# midi_stream_parser

Fig. 1: midi_stream_parser, signal wires on met2
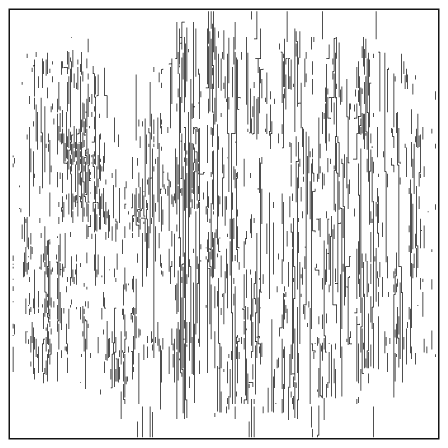

<file path="config.mk">
export PLATFORM = sky130hd
export DESIGN_NAME = midi_stream_parser
export DESIGN_NICKNAME = d
export VERILOG_FILES = /design/src/rtl/midi_pkg.sv /design/src/rtl/midi_event_fifo.sv /design/src/rtl/midi_stream_parser.sv
export SDC_FILE = /design/constraint.sdc
export NUM_CORES = 1
export LEC_CHECK = 0
export CORE_MARGIN = 2
export CORE_UTILIZATION = 45
export DETAILED_ROUTE_END_ITERATION = 8
export MAX_ROUTING_LAYER = met4
export SYNTH_ARGS = -nofsm -noshare
export SYNTH_HDL_FRONTEND = slang
export SYNTH_SLANG_ARGS = --single-unit
</file>
<file path="constraint.sdc">
create_clock -name clk_in -period 9.15 [get_ports clk_in]
set_input_delay 2.2875 -clock clk_in [delete_from_list [all_inputs] [get_ports clk_in]]
set_output_delay 2.2875 -clock clk_in [all_outputs]
set_load 0.1 [all_outputs]
</file>
<file path="src/rtl/midi_pkg.sv">
// Shared MIDI types, byte constants and event-building helpers.
// Latency: n/a (types and pure functions only).
// Backpressure: n/a.
package midi_pkg;

    typedef enum logic [2:0] {
        NOTE_OFF   = 3'd0,
        NOTE_ON    = 3'd1,
        POLY_AT    = 3'd2,
        CC         = 3'd3,
        PROG       = 3'd4,
        CHAN_AT    = 3'd5,
        PITCH_BEND = 3'd6
    } msg_type_t;

    typedef struct packed {
        msg_type_t  msg_type;
        logic [3:0] channel;
        logic [6:0] data1;
        logic [6:0] data2;
    } midi_event_t;

    localparam logic [7:0] MIDI_CLOCK   = 8'hF8;
    localparam logic [7:0] ACTIVE_SENSE = 8'hFE;
    localparam logic [7:0] SYSEX_START  = 8'hF0;
    localparam logic [7:0] SYSEX_END    = 8'hF7;

    // Program change and channel pressure carry a single data byte.
    function automatic logic is_one_data(input logic [7:0] status);
        return (status[7:4] == 4'hC) || (status[7:4] == 4'hD);
    endfunction

    // Build an event from a channel-voice status and its data bytes.
    // A note-on with zero velocity is reported as a note-off.
    function automatic midi_event_t make_event(input logic [7:0] status,
                                               input logic [6:0] d1,
                                               input logic [6:0] d2);
        midi_event_t ev;
        ev.channel = status[3:0];
        ev.data1   = d1;
        ev.data2   = d2;
        case (status[7:4])
            4'h8:    ev.msg_type = NOTE_OFF;
            4'h9:    ev.msg_type = (d2 == 7'd0) ? NOTE_OFF : NOTE_ON;
            4'hA:    ev.msg_type = POLY_AT;
            4'hB:    ev.msg_type = CC;
            4'hC:    ev.msg_type = PROG;
            4'hD:    ev.msg_type = CHAN_AT;
            default: ev.msg_type = PITCH_BEND;
        endcase
        return ev;
    endfunction

endpackage

</file>
<file path="src/rtl/midi_event_fifo.sv">
// First-word-fall-through FIFO of decoded MIDI events with occupancy output.
// Latency: a pushed event is visible on pop_dat one cycle after the push edge.
// Backpressure: push on full is accepted only together with a pop; otherwise ignored (caller counts the drop).
module midi_event_fifo
    import midi_pkg::*;
#(
    parameter int DEPTH = 8
) (
    input  logic                     clk_in,
    input  logic                     rst_n_in,
    input  logic                     push_vld,
    input  midi_event_t              push_dat,
    output logic                     full,
    input  logic                     pop_rdy,
    output logic                     pop_vld,
    output midi_event_t              pop_dat,
    output logic [$clog2(DEPTH):0]   level
);
    localparam int AW = $clog2(DEPTH);

    midi_event_t   mem [DEPTH];
    logic [AW-1:0] wr_ptr_q;
    logic [AW-1:0] rd_ptr_q;
    logic [AW:0]   level_q;
    logic          pop_ok;
    logic          push_ok;

    assign full    = (level_q == (AW + 1)'(DEPTH));
    assign pop_vld = (level_q != '0);
    assign pop_ok  = pop_rdy && pop_vld;
    // Full with a simultaneous pop frees a slot in the same cycle.
    assign push_ok = push_vld && (!full || pop_ok);
    // Storage is unreset, so gate the head word to keep outputs clean when empty.
    assign pop_dat = pop_vld ? mem[rd_ptr_q] : '0;
    assign level   = level_q;

    // Pointer and occupancy bookkeeping; pointers wrap naturally at DEPTH.
    always_ff @(posedge clk_in or negedge rst_n_in) begin
        if (!rst_n_in) begin
            wr_ptr_q <= '0;
            rd_ptr_q <= '0;
            level_q  <= '0;
        end else begin
            if (push_ok) wr_ptr_q <= wr_ptr_q + AW'(1);
            if (pop_ok)  rd_ptr_q <= rd_ptr_q + AW'(1);
            level_q <= level_q + (AW + 1)'(push_ok) - (AW + 1)'(pop_ok);
        end
    end

    // Event storage write port.
    always_ff @(posedge clk_in) begin
        if (push_ok) mem[wr_ptr_q] <= push_dat;
    end

endmodule

</file>
<file path="src/rtl/midi_stream_parser.sv">
// MIDI channel-voice parser with running status, SysEx/real-time filtering, timeout and event FIFO.
// Latency: final data byte sampled at edge k, event written at k+1, visible after k+1 if FIFO empty.
// Backpressure: valid/ready on the event side; events arriving on a full FIFO are dropped and counted.
module midi_stream_parser
    import midi_pkg::*;
#(
    parameter int          CLK_FREQ          = 100_000_000,
    parameter int          BAUD_RATE         = 31_250,
    parameter int          TIMEOUT_BYTES     = 3,
    parameter int          FIFO_DEPTH        = 8,
    parameter logic [15:0] CHANNEL_MASK      = 16'hFFFF,
    parameter bit          RUNNING_STATUS_EN = 1'b1
) (
    input  logic                          clk_in,
    input  logic                          rst_n_in,
    input  logic                          byte_valid_in,
    input  logic [7:0]                    byte_in,
    input  logic                          msg_ready_in,
    output logic                          msg_valid_out,
    output msg_type_t                     msg_type_out,
    output logic [3:0]                    channel_out,
    output logic [6:0]                    data1_out,
    output logic [6:0]                    data2_out,
    output logic [$clog2(FIFO_DEPTH):0]   fifo_level_out,
    output logic                          overflow_out,
    input  logic                          overflow_clr_in,
    output logic [15:0]                   drop_count_out
);
    localparam longint unsigned TO_CYC =
        (longint'(TIMEOUT_BYTES) * 10 * longint'(CLK_FREQ)) / longint'(BAUD_RATE);
    localparam int TO_W = $clog2(TO_CYC + 1);

    typedef enum logic [1:0] {IDLE, WAIT_D1, WAIT_D2, SYSEX} state_t;

    state_t        state_q, state_d;
    logic [7:0]    rs_q, rs_d;
    logic          rs_vld_q, rs_vld_d;
    logic [6:0]    d1_q, d1_d;
    logic [TO_W-1:0] to_cnt_q;
    logic          emit_vld_q;
    midi_event_t   emit_q;
    logic          overflow_q;
    logic [15:0]   drop_q;

    logic          byte_act, is_status, in_wait, timeout, take_d1, emit, abort;
    midi_event_t   evt;
    logic          fifo_full, fifo_pop, ovf;
    midi_event_t   head;
    logic [16:0]   drop_sum;

    // Real-time bytes are invisible to everything, including the timeout.
    assign byte_act  = byte_valid_in && (byte_in < MIDI_CLOCK);
    assign is_status = byte_in[7] && (byte_in < SYSEX_START);
    assign in_wait   = (state_q == WAIT_D1) || (state_q == WAIT_D2);
    assign timeout   = in_wait && !byte_act && (to_cnt_q == TO_W'(TO_CYC - 1));

    // Next-state, running status and event assembly.
    always_comb begin
        state_d  = state_q;
        rs_d     = rs_q;
        rs_vld_d = rs_vld_q;
        d1_d     = d1_q;
        take_d1  = 1'b0;
        emit     = 1'b0;
        abort    = 1'b0;
        evt      = '0;
        if (byte_act) begin
            if (is_status) begin
                abort    = in_wait;
                rs_d     = byte_in;
                rs_vld_d = 1'b1;
                state_d  = WAIT_D1;
            end else if (byte_in[7]) begin
                // System common: no drop counted even if a message was open.
                rs_vld_d = 1'b0;
                state_d  = (byte_in == SYSEX_START) ? SYSEX : IDLE;
            end else begin
                case (state_q)
                    IDLE:    take_d1 = rs_vld_q && RUNNING_STATUS_EN;
                    WAIT_D1: take_d1 = 1'b1;
                    WAIT_D2: begin
                        evt     = make_event(rs_q, d1_q, byte_in[6:0]);
                        emit    = 1'b1;
                        state_d = IDLE;
                    end
                    default: ;
                endcase
                if (take_d1) begin
                    d1_d = byte_in[6:0];
                    if (is_one_data(rs_q)) begin
                        evt     = make_event(rs_q, byte_in[6:0], 7'd0);
                        emit    = 1'b1;
                        state_d = IDLE;
                    end else begin
                        state_d = WAIT_D2;
                    end
                end
            end
        end else if (timeout) begin
            abort    = 1'b1;
            rs_vld_d = 1'b0;
            state_d  = IDLE;
        end
    end

    // Parser state, timeout counter and one-stage emit register.
    always_ff @(posedge clk_in or negedge rst_n_in) begin
        if (!rst_n_in) begin
            state_q    <= IDLE;
            rs_q       <= '0;
            rs_vld_q   <= 1'b0;
            d1_q       <= '0;
            to_cnt_q   <= '0;
            emit_vld_q <= 1'b0;
            emit_q     <= '0;
        end else begin
            state_q    <= state_d;
            rs_q       <= rs_d;
            rs_vld_q   <= rs_vld_d;
            d1_q       <= d1_d;
            if (!in_wait || byte_act || timeout) to_cnt_q <= '0;
            else                                 to_cnt_q <= to_cnt_q + TO_W'(1);
            // Masked channels are filtered here so they never reach the FIFO.
            emit_vld_q <= emit && CHANNEL_MASK[evt.channel];
            emit_q     <= evt;
        end
    end

    assign fifo_pop = msg_valid_out && msg_ready_in;
    assign ovf      = emit_vld_q && fifo_full && !fifo_pop;
    assign drop_sum = {1'b0, drop_q} + 17'(abort) + 17'(ovf);

    // Sticky overflow flag (a new overflow beats a clear) and saturating drop counter.
    always_ff @(posedge clk_in or negedge rst_n_in) begin
        if (!rst_n_in) begin
            overflow_q <= 1'b0;
            drop_q     <= '0;
        end else begin
            if (ovf)                  overflow_q <= 1'b1;
            else if (overflow_clr_in) overflow_q <= 1'b0;
            drop_q <= drop_sum[16] ? 16'hFFFF : drop_sum[15:0];
        end
    end

    midi_event_fifo #(.DEPTH(FIFO_DEPTH)) u_fifo (
        .clk_in   (clk_in),
        .rst_n_in (rst_n_in),
        .push_vld (emit_vld_q),
        .push_dat (emit_q),
        .full     (fifo_full),
        .pop_rdy  (msg_ready_in),
        .pop_vld  (msg_valid_out),
        .pop_dat  (head),
        .level    (fifo_level_out)
    );

    assign msg_type_out   = head.msg_type;
    assign channel_out    = head.channel;
    assign data1_out      = head.data1;
    assign data2_out      = head.data2;
    assign overflow_out   = overflow_q;
    assign drop_count_out = drop_q;

endmodule

</file>
# fifo_wr_arbiter

===== src/rtl/fifo_wr_arbiter.sv =====
// fifo_wr_arbiter
//
// Round-robin write arbiter that lets NUM_REQ producers share the write port of one
// synchronous FIFO. Each cycle the stage can load, one valid producer is picked. The
// search starts at the rotating priority pointer. The winner's word is registered into a
// single-entry output stage that drives the FIFO write port. The stage holds its word
// while the FIFO is full, so no word is dropped.
//
// Optional feature: define ARB_STATS_EN to add per-requester 16-bit saturating
// accepted-word counters on port grant_cnt.
//
// Parameters:
//   NUM_REQ     number of requesters, legal range 2..16
//   DATA_WIDTH  word width, must match the downstream FIFO
//
// Ports:
//   clk           single clock, rising edge
//   rst_n         asynchronous active-low reset
//   req_valid     per-requester word offered
//   req_data      flattened words, requester i at [i*DATA_WIDTH +: DATA_WIDTH]
//   req_ready     one-hot or zero; word i accepted when req_valid[i] & req_ready[i]
//   fifo_full     full flag from the FIFO
//   fifo_wr_en    write strobe to the FIFO
//   fifo_data_in  write data to the FIFO
//   grant_id      index of the requester whose word sits in the output stage
//   grant_cnt     per-requester accepted-word counters (ARB_STATS_EN only)

module fifo_wr_arbiter #(
  parameter int unsigned NUM_REQ    = 4,
  parameter int unsigned DATA_WIDTH = 32
) (
  input  logic                          clk,
  input  logic                          rst_n,
  input  logic [NUM_REQ-1:0]            req_valid,
  input  logic [NUM_REQ*DATA_WIDTH-1:0] req_data,
  output logic [NUM_REQ-1:0]            req_ready,
  input  logic                          fifo_full,
  output logic                          fifo_wr_en,
  output logic [DATA_WIDTH-1:0]         fifo_data_in,
  output logic [$clog2(NUM_REQ)-1:0]    grant_id
`ifdef ARB_STATS_EN
  ,
  output logic [NUM_REQ*16-1:0]         grant_cnt
`endif
);

  localparam int unsigned ID_W = $clog2(NUM_REQ);
  // Candidate index is one bit wider so rr_ptr + offset cannot overflow before the wrap.
  localparam int unsigned CAND_W = ID_W + 1;
  localparam logic [ID_W-1:0]   LAST_ID   = ID_W'(NUM_REQ - 1);
  localparam logic [CAND_W-1:0] NUM_REQ_C = CAND_W'(NUM_REQ);

  // Output stage and arbitration state.
  logic                  out_valid_q, out_valid_d;
  logic [DATA_WIDTH-1:0] out_data_q,  out_data_d;
  logic [ID_W-1:0]       grant_id_q,  grant_id_d;
  logic [ID_W-1:0]       rr_ptr_q,    rr_ptr_d;

  // Arbitration results.
  logic                  load;
  logic                  win_found;
  logic [ID_W-1:0]       win_idx;
  logic [NUM_REQ-1:0]    win_oh;
  logic [DATA_WIDTH-1:0] win_data;
  logic [CAND_W-1:0]     cand;

  // The stage can take a word when it is empty or drains into the FIFO this cycle.
  assign load = ~out_valid_q | ~fifo_full;

  // Round-robin search: visit rr_ptr, rr_ptr+1, ... with explicit wrap, so that a
  // non-power-of-two NUM_REQ never selects an index past NUM_REQ-1.
  always_comb begin
    win_found = 1'b0;
    win_idx   = '0;
    win_oh    = '0;
    cand      = '0;
    for (int unsigned k = 0; k < NUM_REQ; k++) begin
      cand = {1'b0, rr_ptr_q} + CAND_W'(k);
      if (cand >= NUM_REQ_C) begin
        cand = cand - NUM_REQ_C;
      end
      if (!win_found && req_valid[cand[ID_W-1:0]]) begin
        win_found = 1'b1;
        win_idx   = cand[ID_W-1:0];
      end
    end
    win_oh[win_idx] = win_found;
  end

  // AND-OR select of the winner's word; win_oh has at most one bit set.
  always_comb begin
    win_data = '0;
    for (int unsigned k = 0; k < NUM_REQ; k++) begin
      if (win_oh[k]) begin
        win_data = win_data | req_data[k*DATA_WIDTH +: DATA_WIDTH];
      end
    end
  end

  // req_ready is gated by rst_n so that no word is reported as taken while in reset.
  assign req_ready    = (rst_n && load) ? win_oh : '0;
  assign fifo_wr_en   = out_valid_q & ~fifo_full;
  assign fifo_data_in = out_data_q;
  assign grant_id     = grant_id_q;

  // Next-state logic. With no pending request the stage empties, but data, id and
  // pointer keep their last values.
  always_comb begin
    out_valid_d = out_valid_q;
    out_data_d  = out_data_q;
    grant_id_d  = grant_id_q;
    rr_ptr_d    = rr_ptr_q;
    if (load) begin
      out_valid_d = win_found;
      if (win_found) begin
        out_data_d = win_data;
        grant_id_d = win_idx;
        rr_ptr_d   = (win_idx == LAST_ID) ? '0 : win_idx + ID_W'(1);
      end
    end
  end

  always_ff @(posedge clk or negedge rst_n) begin
    if (!rst_n) begin
      out_valid_q <= 1'b0;
      out_data_q  <= '0;
      grant_id_q  <= '0;
      rr_ptr_q    <= '0;
    end else begin
      out_valid_q <= out_valid_d;
      out_data_q  <= out_data_d;
      grant_id_q  <= grant_id_d;
      rr_ptr_q    <= rr_ptr_d;
    end
  end

`ifdef ARB_STATS_EN
  // Per-requester accepted-word counters, saturating at all ones.
  logic [15:0] cnt_q [NUM_REQ];

  always_ff @(posedge clk or negedge rst_n) begin
    if (!rst_n) begin
      for (int unsigned k = 0; k < NUM_REQ; k++) begin
        cnt_q[k] <= '0;
      end
    end else begin
      for (int unsigned k = 0; k < NUM_REQ; k++) begin
        if (req_valid[k] && req_ready[k] && (cnt_q[k] != 16'hFFFF)) begin
          cnt_q[k] <= cnt_q[k] + 16'd1;
        end
      end
    end
  end

  always_comb begin
    grant_cnt = '0;
    for (int unsigned k = 0; k < NUM_REQ; k++) begin
      grant_cnt[k*16 +: 16] = cnt_q[k];
    end
  end
`endif

endmodule


===== config.mk =====
export PLATFORM = sky130hd
export DESIGN_NAME = fifo_wr_arbiter
export DESIGN_NICKNAME = d
export VERILOG_FILES = /design/src/rtl/fifo_wr_arbiter.sv
export SDC_FILE = /design/constraint.sdc
export NUM_CORES = 1
export LEC_CHECK = 0
export ABC_AREA = 0
export ABC_CLOCK_PERIOD_IN_PS = 4500
export CORE_AREA = 2 2 72 101
export CTS_BUF_LIST = sky130_fd_sc_hd__clkbuf_4 sky130_fd_sc_hd__clkbuf_8
export DETAILED_ROUTE_END_ITERATION = 10
export DIE_AREA = 0 0 74 103
export PLACE_DENSITY_LB_ADDON = 0.05
export SLEW_MARGIN = 5
export SYNTH_ARGS = -nofsm -noshare
export SYNTH_HDL_FRONTEND = slang
export SYNTH_SLANG_ARGS = --single-unit

===== constraint.sdc =====
create_clock -name clk -period 4.5 [get_ports clk]
set_clock_uncertainty 0.1 [all_clocks]
set_input_delay 1.35 -clock clk [delete_from_list [all_inputs] [get_ports clk]]
set_output_delay 1.35 -clock clk [all_outputs]
set_load 0.005 [all_outputs]

# cmd_sequencer

File: config.mk
export PLATFORM = sky130hd
export DESIGN_NAME = cmd_sequencer
export DESIGN_NICKNAME = d
export VERILOG_FILES = /design/src/rtl/cmd_sequencer.sv
export SDC_FILE = /design/constraint.sdc
export NUM_CORES = 1
export LEC_CHECK = 0
export CAP_MARGIN = 20
export CORE_MARGIN = 3
export CORE_UTILIZATION = 50
export CTS_CLUSTER_SIZE = 10
export DETAILED_ROUTE_END_ITERATION = 10
export GPL_ROUTABILITY_DRIVEN = 0
export PLACE_DENSITY_LB_ADDON = 0.3
export SYNTH_ARGS = -nofsm -noshare
export SYNTH_HDL_FRONTEND = slang
export SYNTH_SLANG_ARGS = --single-unit
File: constraint.sdc
create_clock -name clk -period 4.1 [get_ports clk]
set_input_delay 0.615 -clock clk [delete_from_list [all_inputs] [get_ports clk]]
set_output_delay 0.615 -clock clk [all_outputs]
set_load 0.05 [all_outputs]
File: src/rtl/cmd_sequencer.sv
`default_nettype none
// ============================================================================
// Module   : cmd_sequencer
// Brief    : Host command sequencer: control pulses, timed software reset,
//            32-bit sample-count loader and per-command acknowledge byte.
// Revision : 1.0
// ============================================================================
module cmd_sequencer #(
    parameter int unsigned SAMPLE_BYTES    = 4,
    parameter logic [31:0] DEFAULT_SAMPLES = 32'd1000000,
    parameter logic [23:0] TIMEOUT_CYCLES  = 24'd5000000,
    parameter logic [7:0]  RESET_HOLD      = 8'd16
) (
    input  logic        clk,
    input  logic        reset,
    input  logic        byte_valid,
    input  logic [7:0]  Byte_in,
    input  logic        dec_start,
    input  logic        dec_connect,
    input  logic        dec_sw_reset,
    input  logic        dec_set_samples,
    output logic        start_pulse,
    output logic        connect_pulse,
    output logic        sw_reset_out,
    output logic [31:0] sample_count,
    output logic        samples_loaded,
    output logic        cmd_error,
    output logic        busy,
    output logic        ack_valid,
    output logic [7:0]  ack_byte,
    input  logic        ack_ready
);

    typedef enum logic [1:0] {
        IDLE    = 2'd0,
        COLLECT = 2'd1,
        ACK     = 2'd2,
        RSTHOLD = 2'd3
    } state_t;

    localparam logic [7:0]  CHAR_START   = 8'd115;
    localparam logic [7:0]  CHAR_CONNECT = 8'd99;
    localparam logic [7:0]  CHAR_SAMPLES = 8'd116;
    localparam logic [7:0]  LAST_BYTE    = 8'(SAMPLE_BYTES - 1);
    localparam logic [23:0] TIMEOUT_LAST = TIMEOUT_CYCLES - 24'd1;
    localparam logic [7:0]  HOLD_LAST    = RESET_HOLD - 8'd1;

    state_t      state, state_nxt;
    logic [31:0] shreg, shreg_nxt, shreg_shifted;
    logic [7:0]  byte_cnt, byte_cnt_nxt;
    logic [23:0] timeout_cnt, timeout_cnt_nxt, timeout_inc;
    logic [7:0]  hold_cnt, hold_cnt_nxt;
    logic [31:0] sample_count_nxt;
    logic [7:0]  ack_byte_nxt;
    logic        ack_valid_nxt;
    logic        start_nxt, connect_nxt, loaded_nxt, error_nxt, sw_reset_nxt;

    always_ff @(posedge clk or posedge reset) begin
        if (reset) begin
            state          <= IDLE;
            shreg          <= '0;
            byte_cnt       <= '0;
            timeout_cnt    <= '0;
            hold_cnt       <= '0;
            sample_count   <= DEFAULT_SAMPLES;
            ack_byte       <= '0;
            ack_valid      <= 1'b0;
            start_pulse    <= 1'b0;
            connect_pulse  <= 1'b0;
            samples_loaded <= 1'b0;
            cmd_error      <= 1'b0;
            sw_reset_out   <= 1'b0;
            busy           <= 1'b0;
        end else begin
            state          <= state_nxt;
            shreg          <= shreg_nxt;
            byte_cnt       <= byte_cnt_nxt;
            timeout_cnt    <= timeout_cnt_nxt;
            hold_cnt       <= hold_cnt_nxt;
            sample_count   <= sample_count_nxt;
            ack_byte       <= ack_byte_nxt;
            ack_valid      <= ack_valid_nxt;
            start_pulse    <= start_nxt;
            connect_pulse  <= connect_nxt;
            samples_loaded <= loaded_nxt;
            cmd_error      <= error_nxt;
            sw_reset_out   <= sw_reset_nxt;
            busy           <= (state_nxt != IDLE);
        end
    end

    always_comb begin
        state_nxt        = state;
        shreg_nxt        = shreg;
        byte_cnt_nxt     = byte_cnt;
        timeout_cnt_nxt  = timeout_cnt;
        hold_cnt_nxt     = hold_cnt;
        sample_count_nxt = sample_count;
        ack_byte_nxt     = ack_byte;
        ack_valid_nxt    = ack_valid;
        start_nxt        = 1'b0;
        connect_nxt      = 1'b0;
        loaded_nxt       = 1'b0;
        error_nxt        = 1'b0;
        sw_reset_nxt     = sw_reset_out;
        shreg_shifted    = {shreg[23:0], Byte_in};
        timeout_inc      = timeout_cnt + 24'd1;

        case (state)
            IDLE: begin
                if (byte_valid) begin
                    if (dec_start) begin
                        start_nxt     = 1'b1;
                        ack_byte_nxt  = CHAR_START;
                        ack_valid_nxt = 1'b1;
                        state_nxt     = ACK;
                    end else if (dec_connect) begin
                        connect_nxt   = 1'b1;
                        ack_byte_nxt  = CHAR_CONNECT;
                        ack_valid_nxt = 1'b1;
                        state_nxt     = ACK;
                    end else if (dec_set_samples) begin
                        shreg_nxt       = '0;
                        byte_cnt_nxt    = '0;
                        timeout_cnt_nxt = '0;
                        state_nxt       = COLLECT;
                    end else if (dec_sw_reset) begin
                        sw_reset_nxt = 1'b1;
                        hold_cnt_nxt = '0;
                        state_nxt    = RSTHOLD;
                    end else begin
                        error_nxt = 1'b1;
                    end
                end
            end

            // Decoder strobes are deliberately ignored here: every byte is data.
            COLLECT: begin
                if (byte_valid) begin
                    shreg_nxt       = shreg_shifted;
                    timeout_cnt_nxt = '0;
                    if (byte_cnt == LAST_BYTE) begin
                        byte_cnt_nxt     = '0;
                        sample_count_nxt = shreg_shifted;
                        loaded_nxt       = 1'b1;
                        ack_byte_nxt     = CHAR_SAMPLES;
                        ack_valid_nxt    = 1'b1;
                        state_nxt        = ACK;
                    end else begin
                        byte_cnt_nxt = byte_cnt + 8'd1;
                    end
                end else if (timeout_inc == TIMEOUT_LAST) begin
                    timeout_cnt_nxt = '0;
                    byte_cnt_nxt    = '0;
                    error_nxt       = 1'b1;
                    state_nxt       = IDLE;
                end else begin
                    timeout_cnt_nxt = timeout_inc;
                end
            end

            ACK: begin
                if (ack_ready) begin
                    ack_valid_nxt = 1'b0;
                    state_nxt     = IDLE;
                end
            end

            RSTHOLD: begin
                if (hold_cnt == HOLD_LAST) begin
                    hold_cnt_nxt     = '0;
                    sample_count_nxt = DEFAULT_SAMPLES;
                    sw_reset_nxt     = 1'b0;
                    state_nxt        = IDLE;
                end else begin
                    hold_cnt_nxt = hold_cnt + 8'd1;
                end
            end

            default: begin
                state_nxt = IDLE;
            end
        endcase
    end

endmodule
`default_nettype wire

# pool_a1_cu

<file path="src/rtl/pool_a1_cu.sv">
// Control unit for the 2x2/stride-2 pooling stage behind conv layer 1.
// Reads one IFM_SIZE x IFM_SIZE map in 2x2 window order and drives the pooling
// datapath strobes. Writes one pooled value per window into the next layer's
// ping-pong memory.
//
// Read FSM
//   state    | meaning
//   RD_IDLE  | waiting for a map; ready only while the output bank is free
//   RD_READ  | one read per cycle, window element fastest
//   RD_DRAIN | reads done, waiting for the last pooled write to issue
//
// Output FSM
//   state     | meaning
//   OUT_EMPTY | next-layer bank is being filled or is free
//   OUT_FULL  | next-layer bank holds a full map, waiting for end_from_next
module pool_a1_cu #(
    parameter int IFM_SIZE              = 30,
    parameter int POOL_WRITE_DELAY      = 2,
    parameter int IFM_SIZE_NEXT         = IFM_SIZE / 2,
    parameter int ADDRESS_SIZE_IFM      = $clog2(IFM_SIZE * IFM_SIZE),
    parameter int ADDRESS_SIZE_NEXT_IFM = $clog2(IFM_SIZE_NEXT * IFM_SIZE_NEXT)
) (
    input  logic                             clk,
    input  logic                             reset,
    input  logic                             start_from_previous,
    output logic                             end_to_previous,
    output logic                             ifm_sel_current,
    output logic                             ifm_enable_read_current,
    output logic [ADDRESS_SIZE_IFM-1:0]      ifm_address_read_current,
    output logic                             pool_first,
    output logic                             pool_enable,
    output logic                             pool_last,
    output logic                             ifm_enable_write_next,
    output logic [ADDRESS_SIZE_NEXT_IFM-1:0] ifm_address_write_next,
    output logic                             start_to_next,
    input  logic                             end_from_next,
    output logic                             ifm_sel_next
);

    typedef enum logic [1:0] {RD_IDLE, RD_READ, RD_DRAIN} rd_state_t;
    typedef enum logic {OUT_EMPTY, OUT_FULL} out_state_t;

    localparam int CNT_W = (IFM_SIZE_NEXT > 1) ? $clog2(IFM_SIZE_NEXT) : 1;
    localparam int DRN_W = $clog2(POOL_WRITE_DELAY + 2);
    localparam logic [CNT_W-1:0] LAST_IDX = CNT_W'(IFM_SIZE_NEXT - 1);
    localparam logic [ADDRESS_SIZE_NEXT_IFM-1:0] WR_LAST =
        ADDRESS_SIZE_NEXT_IFM'(IFM_SIZE_NEXT * IFM_SIZE_NEXT - 1);
    // Drain covers the read-to-strobe cycle, the datapath delay and one more
    // cycle so the last write has issued before the read FSM goes idle.
    localparam logic [DRN_W-1:0] DRAIN_LOAD = DRN_W'(POOL_WRITE_DELAY + 1);

    rd_state_t  rd_state_q, rd_state_d;
    out_state_t out_state_q, out_state_d;

    logic [1:0]                       elem_q, elem_d;
    logic [CNT_W-1:0]                 col_q, col_d;
    logic [CNT_W-1:0]                 row_q, row_d;
    logic [DRN_W-1:0]                 drain_q, drain_d;
    logic                             sel_cur_q, sel_cur_d;
    logic                             sel_next_q, sel_next_d;
    logic [ADDRESS_SIZE_NEXT_IFM-1:0] wr_addr_q, wr_addr_d;
    logic                             en_q, first_q, last_q;
    logic [POOL_WRITE_DELAY-1:0]      wr_pipe_q;

    logic                        rd_en;
    logic                        wr_en;
    logic                        last_wr;
    logic                        out_full_d;
    logic [ADDRESS_SIZE_IFM-1:0] row_term;
    logic [ADDRESS_SIZE_IFM-1:0] col_term;

    assign rd_en   = (rd_state_q == RD_READ);
    assign wr_en   = wr_pipe_q[POOL_WRITE_DELAY-1];
    assign last_wr = wr_en && (wr_addr_q == WR_LAST);

    // Window-order read address: row = 2*out_row + elem[1], col = 2*out_col + elem[0]
    always_comb begin
        row_term = ADDRESS_SIZE_IFM'({row_q, elem_q[1]});
        col_term = ADDRESS_SIZE_IFM'({col_q, elem_q[0]});
        ifm_address_read_current = row_term * ADDRESS_SIZE_IFM'(IFM_SIZE) + col_term;
    end

    // Output FSM and write address; out_full_d lets a freed bank be reused the same cycle
    always_comb begin
        out_state_d   = out_state_q;
        sel_next_d    = sel_next_q;
        start_to_next = 1'b0;
        wr_addr_d     = wr_addr_q;
        if (wr_en) begin
            wr_addr_d = last_wr ? '0 : wr_addr_q + 1'b1;
        end
        case (out_state_q)
            OUT_EMPTY: begin
                if (last_wr) begin
                    out_state_d = OUT_FULL;
                end
            end
            OUT_FULL: begin
                if (end_from_next) begin
                    start_to_next = 1'b1;
                    sel_next_d    = ~sel_next_q;
                    out_state_d   = OUT_EMPTY;
                end
            end
            default: out_state_d = OUT_EMPTY;
        endcase
        out_full_d = (out_state_d == OUT_FULL);
    end

    // Read FSM and window counters
    always_comb begin
        rd_state_d      = rd_state_q;
        elem_d          = elem_q;
        col_d           = col_q;
        row_d           = row_q;
        drain_d         = drain_q;
        sel_cur_d       = sel_cur_q;
        end_to_previous = 1'b0;
        case (rd_state_q)
            RD_IDLE: begin
                end_to_previous = ~out_full_d;
                if (start_from_previous && !out_full_d) begin
                    rd_state_d = RD_READ;
                end
            end
            RD_READ: begin
                elem_d = elem_q + 2'd1;
                if (elem_q == 2'd3) begin
                    if (col_q == LAST_IDX) begin
                        col_d = '0;
                        if (row_q == LAST_IDX) begin
                            row_d      = '0;
                            sel_cur_d  = ~sel_cur_q;
                            drain_d    = DRAIN_LOAD;
                            rd_state_d = RD_DRAIN;
                        end else begin
                            row_d = row_q + 1'b1;
                        end
                    end else begin
                        col_d = col_q + 1'b1;
                    end
                end
            end
            RD_DRAIN: begin
                if (drain_q == '0) begin
                    rd_state_d = RD_IDLE;
                end else begin
                    drain_d = drain_q - 1'b1;
                end
            end
            default: rd_state_d = RD_IDLE;
        endcase
    end

    // State, counters and strobe pipeline
    always_ff @(posedge clk) begin
        if (reset) begin
            rd_state_q  <= RD_IDLE;
            out_state_q <= OUT_EMPTY;
            elem_q      <= '0;
            col_q       <= '0;
            row_q       <= '0;
            drain_q     <= '0;
            sel_cur_q   <= 1'b0;
            sel_next_q  <= 1'b0;
            wr_addr_q   <= '0;
            en_q        <= 1'b0;
            first_q     <= 1'b0;
            last_q      <= 1'b0;
            wr_pipe_q   <= '0;
        end else begin
            rd_state_q  <= rd_state_d;
            out_state_q <= out_state_d;
            elem_q      <= elem_d;
            col_q       <= col_d;
            row_q       <= row_d;
            drain_q     <= drain_d;
            sel_cur_q   <= sel_cur_d;
            sel_next_q  <= sel_next_d;
            wr_addr_q   <= wr_addr_d;
            en_q        <= rd_en;
            first_q     <= rd_en && (elem_q == 2'd0);
            last_q      <= rd_en && (elem_q == 2'd3);
            wr_pipe_q   <= (wr_pipe_q << 1) | POOL_WRITE_DELAY'(last_q);
        end
    end

    assign ifm_sel_current        = sel_cur_q;
    assign ifm_enable_read_current = rd_en;
    assign pool_enable            = en_q;
    assign pool_first             = first_q;
    assign pool_last              = last_q;
    assign ifm_enable_write_next  = wr_en;
    assign ifm_address_write_next = wr_addr_q;
    assign ifm_sel_next           = sel_next_q;

endmodule

</file>
<file path="config.mk">
export PLATFORM = sky130hd
export DESIGN_NAME = pool_a1_cu
export DESIGN_NICKNAME = d
export VERILOG_FILES = /design/src/rtl/pool_a1_cu.sv
export SDC_FILE = /design/constraint.sdc
export NUM_CORES = 1
export LEC_CHECK = 0
export ABC_AREA = 1
export CAP_MARGIN = 20
export CORE_MARGIN = 2
export CORE_UTILIZATION = 40
export DETAILED_ROUTE_END_ITERATION = 7
export GPL_ROUTABILITY_DRIVEN = 0
export PLACE_DENSITY = 0.64
export SLEW_MARGIN = 10
export SYNTH_ARGS = -nofsm -noshare
export SYNTH_HDL_FRONTEND = slang
export SYNTH_SLANG_ARGS = --single-unit
</file>
<file path="constraint.sdc">
create_clock -name clk -period 4.1 [get_ports clk]
set_clock_uncertainty 0.05 [all_clocks]
set_input_delay 0.615 -clock clk [delete_from_list [all_inputs] [get_ports clk]]
set_output_delay 0.615 -clock clk [all_outputs]
set_load 0.01 [all_outputs]
</file>
Fig. 2: cmd_sequencer, cell density map
The bar under the picture is 20 µm long. The die is cut into 11 by 11 equal tiles; dark blue is low, red is high, 0 to 100% covered.
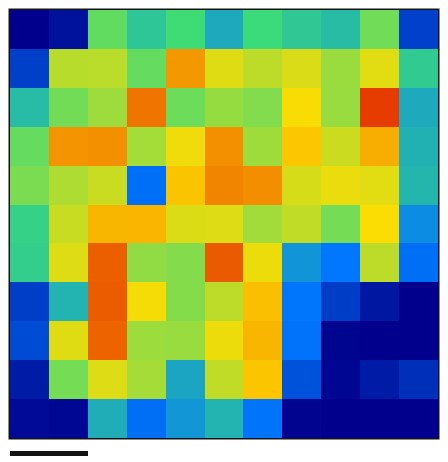
nearly empty tiles	9.1%
densest ninth of the die	centre
emptiest ninth of the die	south-east
tiles over 75% full	17%

==> results.toml, cmd_sequencer <==
# synthesis and place-and-route metrics
[run_status]
outcome = "completed"

[placed_design]
detailed_place_hpwl_um = 7870

[yosys]
post_synth_most_frequent_cells = "sky130_fd_sc_hd__nand2_1, sky130_fd_sc_hd__dfrtp_1, sky130_fd_sc_hd__o21ai_0"
synth.yosys.seq_area_share_pct = 50.6
synth_warnings = 0
mux_area_share_pct = 0.417
aoi_share_pct = 16.7
yosys.stat.chipArea_um2 = 5400
netlist_instances = 615
edf_count = 0

[timing]
fin_ws_ns = 0.707
fin_setup_tns_ns = 0
period_used_pct = 82.8

[worst_setup_path]
timing.critical_path.required_ns = 4.34
critical_path.startpoint = "timeout_cnt[0]$_DFFE_PP0P_"
timing.critical_path.slowest_stage_cell = "sky130_fd_sc_hd__or4_1"
path_cells = "ha_1, xor2_1, nand4_1, a2111oi_0, nand4_1, or4_1, o21ai_2, o21ai_0"
worst-setup-path-type = "reg -> reg"
worstReg2RegStart = "timeout_cnt[0]$_DFFE_PP0P_"

[route]
routed_wire_length_per_instance_um = 14.8

[layout]
layout.non_clock_buffers = 70
seqCellArea_um2 = 2740
final.clkbuf_count = 9
signal_buffer_area_fraction_pct = 10.8

[min_path]
hold_path.startpoint = "sample_count[16]$_DFFE_PP1P_"

[power_and_ir_drop]
clockNetworkPower_mw = 0.664

[clock_network]
hold_buffer_count_at_cts = 0

[global_route]
grt_use_total_pct = 20.4

[floorplanning]
rows = 37
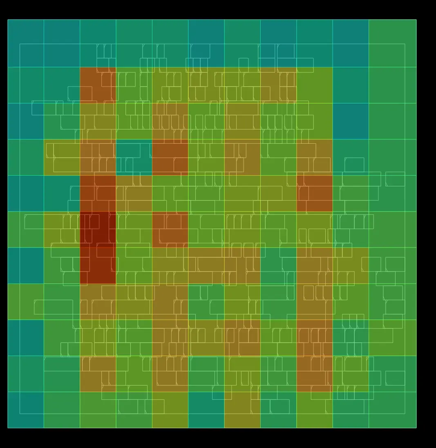
Fig. 3. Congestion heat map (pool_a1_cu).
GRT busiest layer: met2
WL/cell: 10.0 µm
grt met2 use: 26.1%
All-Layer GR Usage: 15.1%

==> results.toml, pool_a1_cu <==
# synthesis and place-and-route metrics
[route]
firstDrtPassIters = 4
drt-vias-per-instance = 4.57
met2_wirelength_um = 1970
antenna_violating_nets_post_route = 0

[power_and_ir_drop]
largestPowerGroup = "sequential cells"
power_report.internal_total_mw = 0.462
comb_cell_power_mw = 0.0654
p_seq_share_pct = 49.1
net-switching-power_mw = 0.148
report.power.total_mw = 0.611
power.combinational.fraction_pct = 10.7
clockNetworkPower_mw = 0.245

[timing]
period_used_pct = 96.6
final_period_minus_worst_setup_slack_ns = 3.96

[min_path]
holdPathEnd = "wr_pipe_q[1]$_SDFF_PP0_"

[layout]
logic_gates = 199
nNonClkInverters = 61
multiInputGateArea_um2 = 1400
layout_top_cell = "sky130_fd_sc_hd__nand2_1"
cell_area_after_layout_um2 = 2760
signal_buffer_area_fraction_pct = 12.3
flip_flop_and_latch_share_of_the_layout_cell_area_pct = 21.8
layout.non_clock_buffers = 37
dominant_cells = "multi-input combinational cells"

[yosys]
synth_warnings = 0
syn_nets = 329
mux_area_share_pct = 0
mappedNetlistArea_um2 = 2200
most_common_cell = "sky130_fd_sc_hd__nand2_1"
async_reset_ff_share_pct = 0
yosys_cells = 292
netlist_top_cells_area = "sky130_fd_sc_hd__dfxtp_1, sky130_fd_sc_hd__ha_1, sky130_fd_sc_hd__nand2_1"
synth.yosys.seq_area_share_pct = 27.4
ys_sh_simple_pct = 29.7
aoi_share_pct = 6.67
ys.flops = 30
yosys.area.top_type_share_pct = 27.4

[floorplanning]
dieWidth_um = 78.1
n_tap_cell = 70
die_height_um = 78.1

[worst_setup_path]
critical-path-max-stage-delay_ns = 0.57
r2r_end = "row_q[3]$_SDFFE_PP0P_"
crit_path_start_kind = "flop"
regToRegSetupSlack_ns = 2.63

[global_route]
grt_pass1_vias = 1796

[run_status]
outcome = "completed"

[placed_design]
placed_area_um2 = 2620

[clock_network]
clock_latency_ns = 0.28
clock_tree.htree_level_count = 2
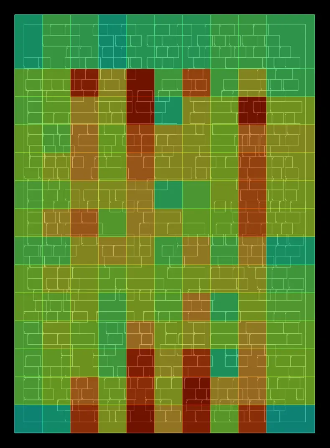
Fig. 4. Congestion heat map (fifo_wr_arbiter).
GRT busiest layer: met2
grt met2 use: 42.2%
GR Util met3: 5.18%
All-Layer GR Usage: 23.2%
Finished Core Util: 61.9%

==> results.toml, fifo_wr_arbiter <==
# synthesis and place-and-route metrics
[global_route]
grt_max_degree = 37
grt_antenna_before_repair = 0
groute.layer.met1.usage_pct = 26.0
grt_pass1_vias = 2778

[layout]
logic_gates = 161
multiInputGateArea_um2 = 1240
layout.non_clock_buffers = 188
area.share.combinational_pct = 29.5
signal_buffer_area_fraction_pct = 43.5
layout_top_cell = "sky130_fd_sc_hd__clkdlybuf4s50_1"
layout.filler_cells = 621
layout.clock.cell_area_share_pct = 2.05

[yosys]
aoi_share_pct = 44.9
netlist_top_cells_area = "sky130_fd_sc_hd__dfrtp_1, sky130_fd_sc_hd__a22oi_1, sky130_fd_sc_hd__a211oi_1"
ff_type = "sky130_fd_sc_hd__dfrtp_1"
yosys.area.top_type_share_pct = 40.7
netlist_instances = 228
synth_adder_area_share_pct = 2.20
most_common_cell = "sky130_fd_sc_hd__a22oi_1"
ys_sh_simple_pct = 5.45
syn_nets = 367
synthXorXnorAreaFrac_pct = 0
synth.yosys.seq_area_share_pct = 40.7
synthDominantAreaCellType = "sky130_fd_sc_hd__dfrtp_1"

[power_and_ir_drop]
power_per_cell_area_nw_per_um2 = 401
share_clk_of_total_power_pct = 13.2
leakagePower_nw = 1.81
largestPowerGroup = "combinational logic"
share_of_total_power_consumed_by_net_switching_pct = 34.3
power_report.internal_total_mw = 1.11

[timing]
max_freq_mhz = 227
timing.final.setup_violations = 0
final_period_minus_worst_setup_slack_ns = 4.41
timing.final.hold_violations = 0
worst_slew_pin_slew_ns = 0.449
timing.hold.ws_ns = 0.377

[run_status]
outcome = "completed"

[placed_design]
buffer_ports.inserted = 173
dpl.cell_count = 482
placed_area_um2 = 4100

[min_path]
holdPathEnd = "fifo_data_in[6]$_DFFE_PN0P_"
hold_path.startpoint = "fifo_data_in[6]$_DFFE_PN0P_"

[floorplanning]
dieWidth_um = 74
fp.dieArea_um2 = 7620
rows = 36
initial_utilization_pct = 33.4

[clock_network]
post-cts-setup-buffers = 1
cts_tree = "yes"
cts.sinks = 37

[route]
via_count = 2640
wl_met1_um = 3370
drt-vias-per-instance = 5.38
highest-signal-layer = "met4"

[worst_setup_path]
path_depth = 7
cp_data_arrival_time_ns = 2.96
worstReg2RegStart = "rr_ptr_q[1]$_DFFE_PN0P_"
timing.critical_path.slowest_stage_cell = "sky130_fd_sc_hd__or3_1"
r2r_end = "fifo_data_in[27]$_DFFE_PN0P_"

[flow_run]
warning_count = 30
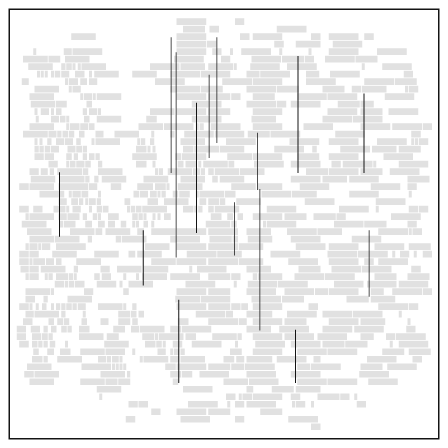
Fig. 5. Metal 4 (midi_stream_parser).
wire length on this layer	515 µm
main direction	vertical
longest straight run	74.1 µm

## Picture notes: Fig. 1
share of all routed wire	51%
longest straight run	98.7 µm
nets with wire on the layer	645
wire length on this layer	10500 µm

==> results.toml, midi_stream_parser <==
# synthesis and place-and-route metrics
[timing]
worst_slew_pin_slew_ns = 1.01

[floorplanning]
fp.dieArea_um2 = 24100
dieWidth_um = 155

[yosys]
ys.flops = 252
syn_nets = 667

[global_route]
global_route.overflow_total = 0
grt_antenna_before_repair = 0
grt_use_total_pct = 18.3

[layout]
logic_gates = 347
nNonClkInverters = 19
layout.non_clock_buffers = 61
cell_area_after_layout_um2 = 12100
num-nets-final = 735
multiInputGateArea_um2 = 3030

[min_path]
holdPathEnd = "emit_q[16]$_DFF_PN0_"

[power_and_ir_drop]
net-switching-power_mw = 1.60
share_of_total_power_consumed_by_net_switching_pct = 39.3
p_seq_mw = 1.39
clockNetworkPower_mw = 1.12

[worst_setup_path]
crit_fanout = 32
critical_path.startpoint = "u_fifo.rd_ptr_q[0]$_DFFE_PN0P_"
worstReg2RegStart = "to_cnt_q[8]$_DFF_PN0_"
critical-path-top-delay-family = "buffers and inverters"

[clock_network]
clock_tree.htree_level_count = 1

[route]
highest-signal-layer = "met4"

[run_status]
outcome = "completed"

[flow_run]
max-cap-violations = 0

==> gallery <==
Met1 routing.
image #1
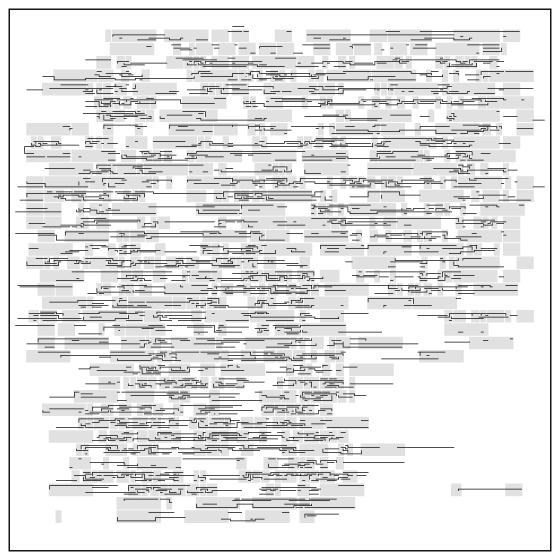
image #2
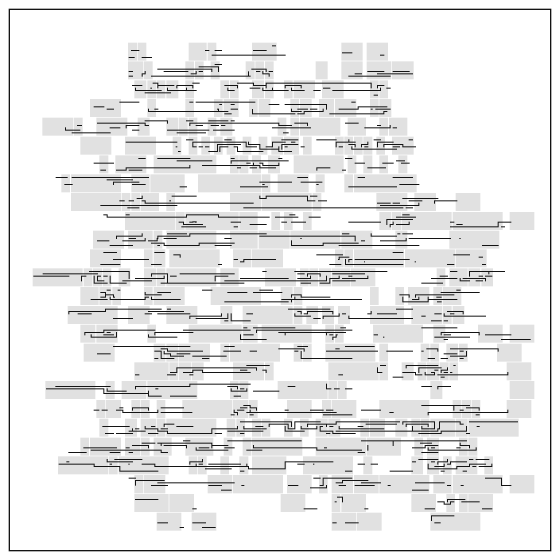
image #3
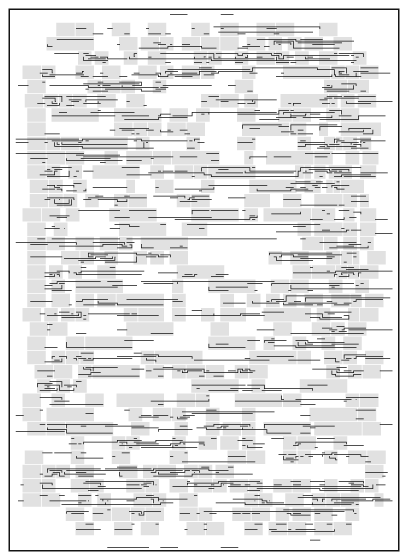
image #4
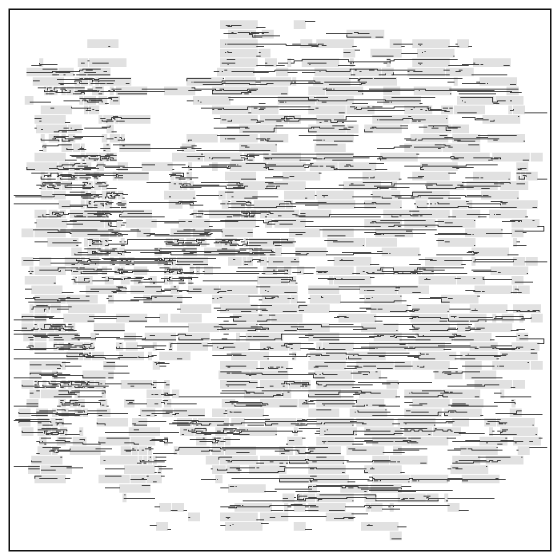
image #2: pool_a1_cu
image #1: cmd_sequencer
image #3: fifo_wr_arbiter
image #4: midi_stream_parser

Key to image #4:
longest straight run	55.7 µm
main direction	horizontal
wire length on this layer	8710 µm
nets with wire on the layer	689



==> screenshots <==
Signal wires on met2.
(a)
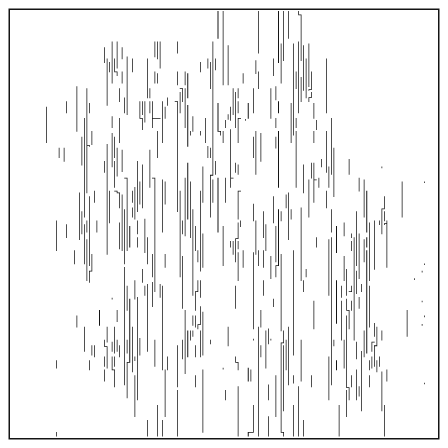
(b)
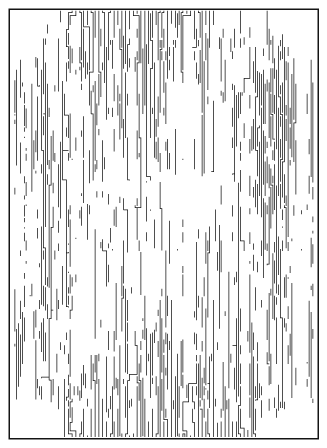
(c)
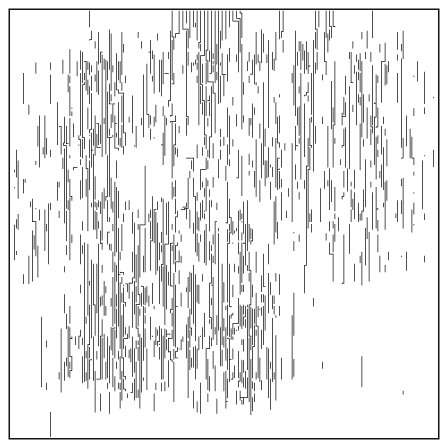
(c) comes from cmd_sequencer.
(a) comes from pool_a1_cu.
(b) comes from fifo_wr_arbiter.


==> gallery <==
Cell density map.
Plate I
The bar under the picture is 20 µm long. The die is cut into 8 by 8 equal tiles; dark blue is low, red is high, 0 to 100% covered.
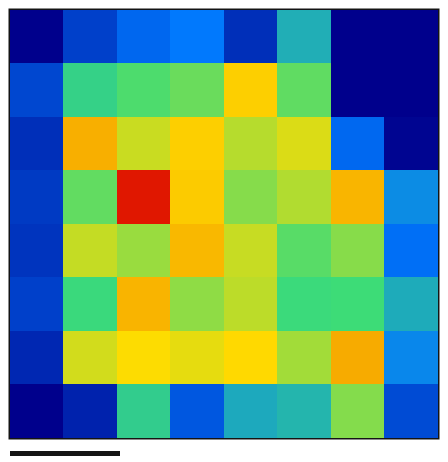
Plate II
The bar under the picture is 50 µm long. The die is cut into 16 by 16 equal tiles; dark blue is low, red is high, 0 to 100% covered.
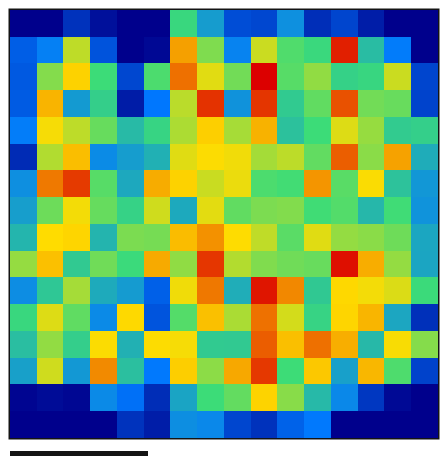
Plate III
The bar under the picture is 20 µm long. The die is cut into 7 by 10 equal tiles; dark blue is low, red is high, 0 to 100% covered.
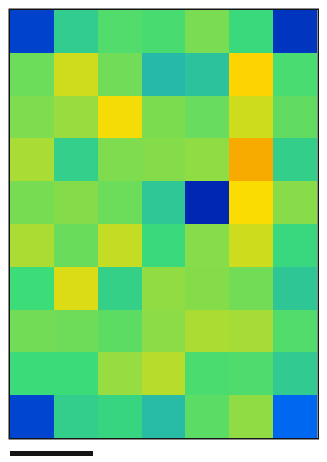
fifo_wr_arbiter -> Plate III
pool_a1_cu -> Plate I
midi_stream_parser -> Plate II
The one with the highest utilization is Plate III.
The one with the largest die is Plate II.

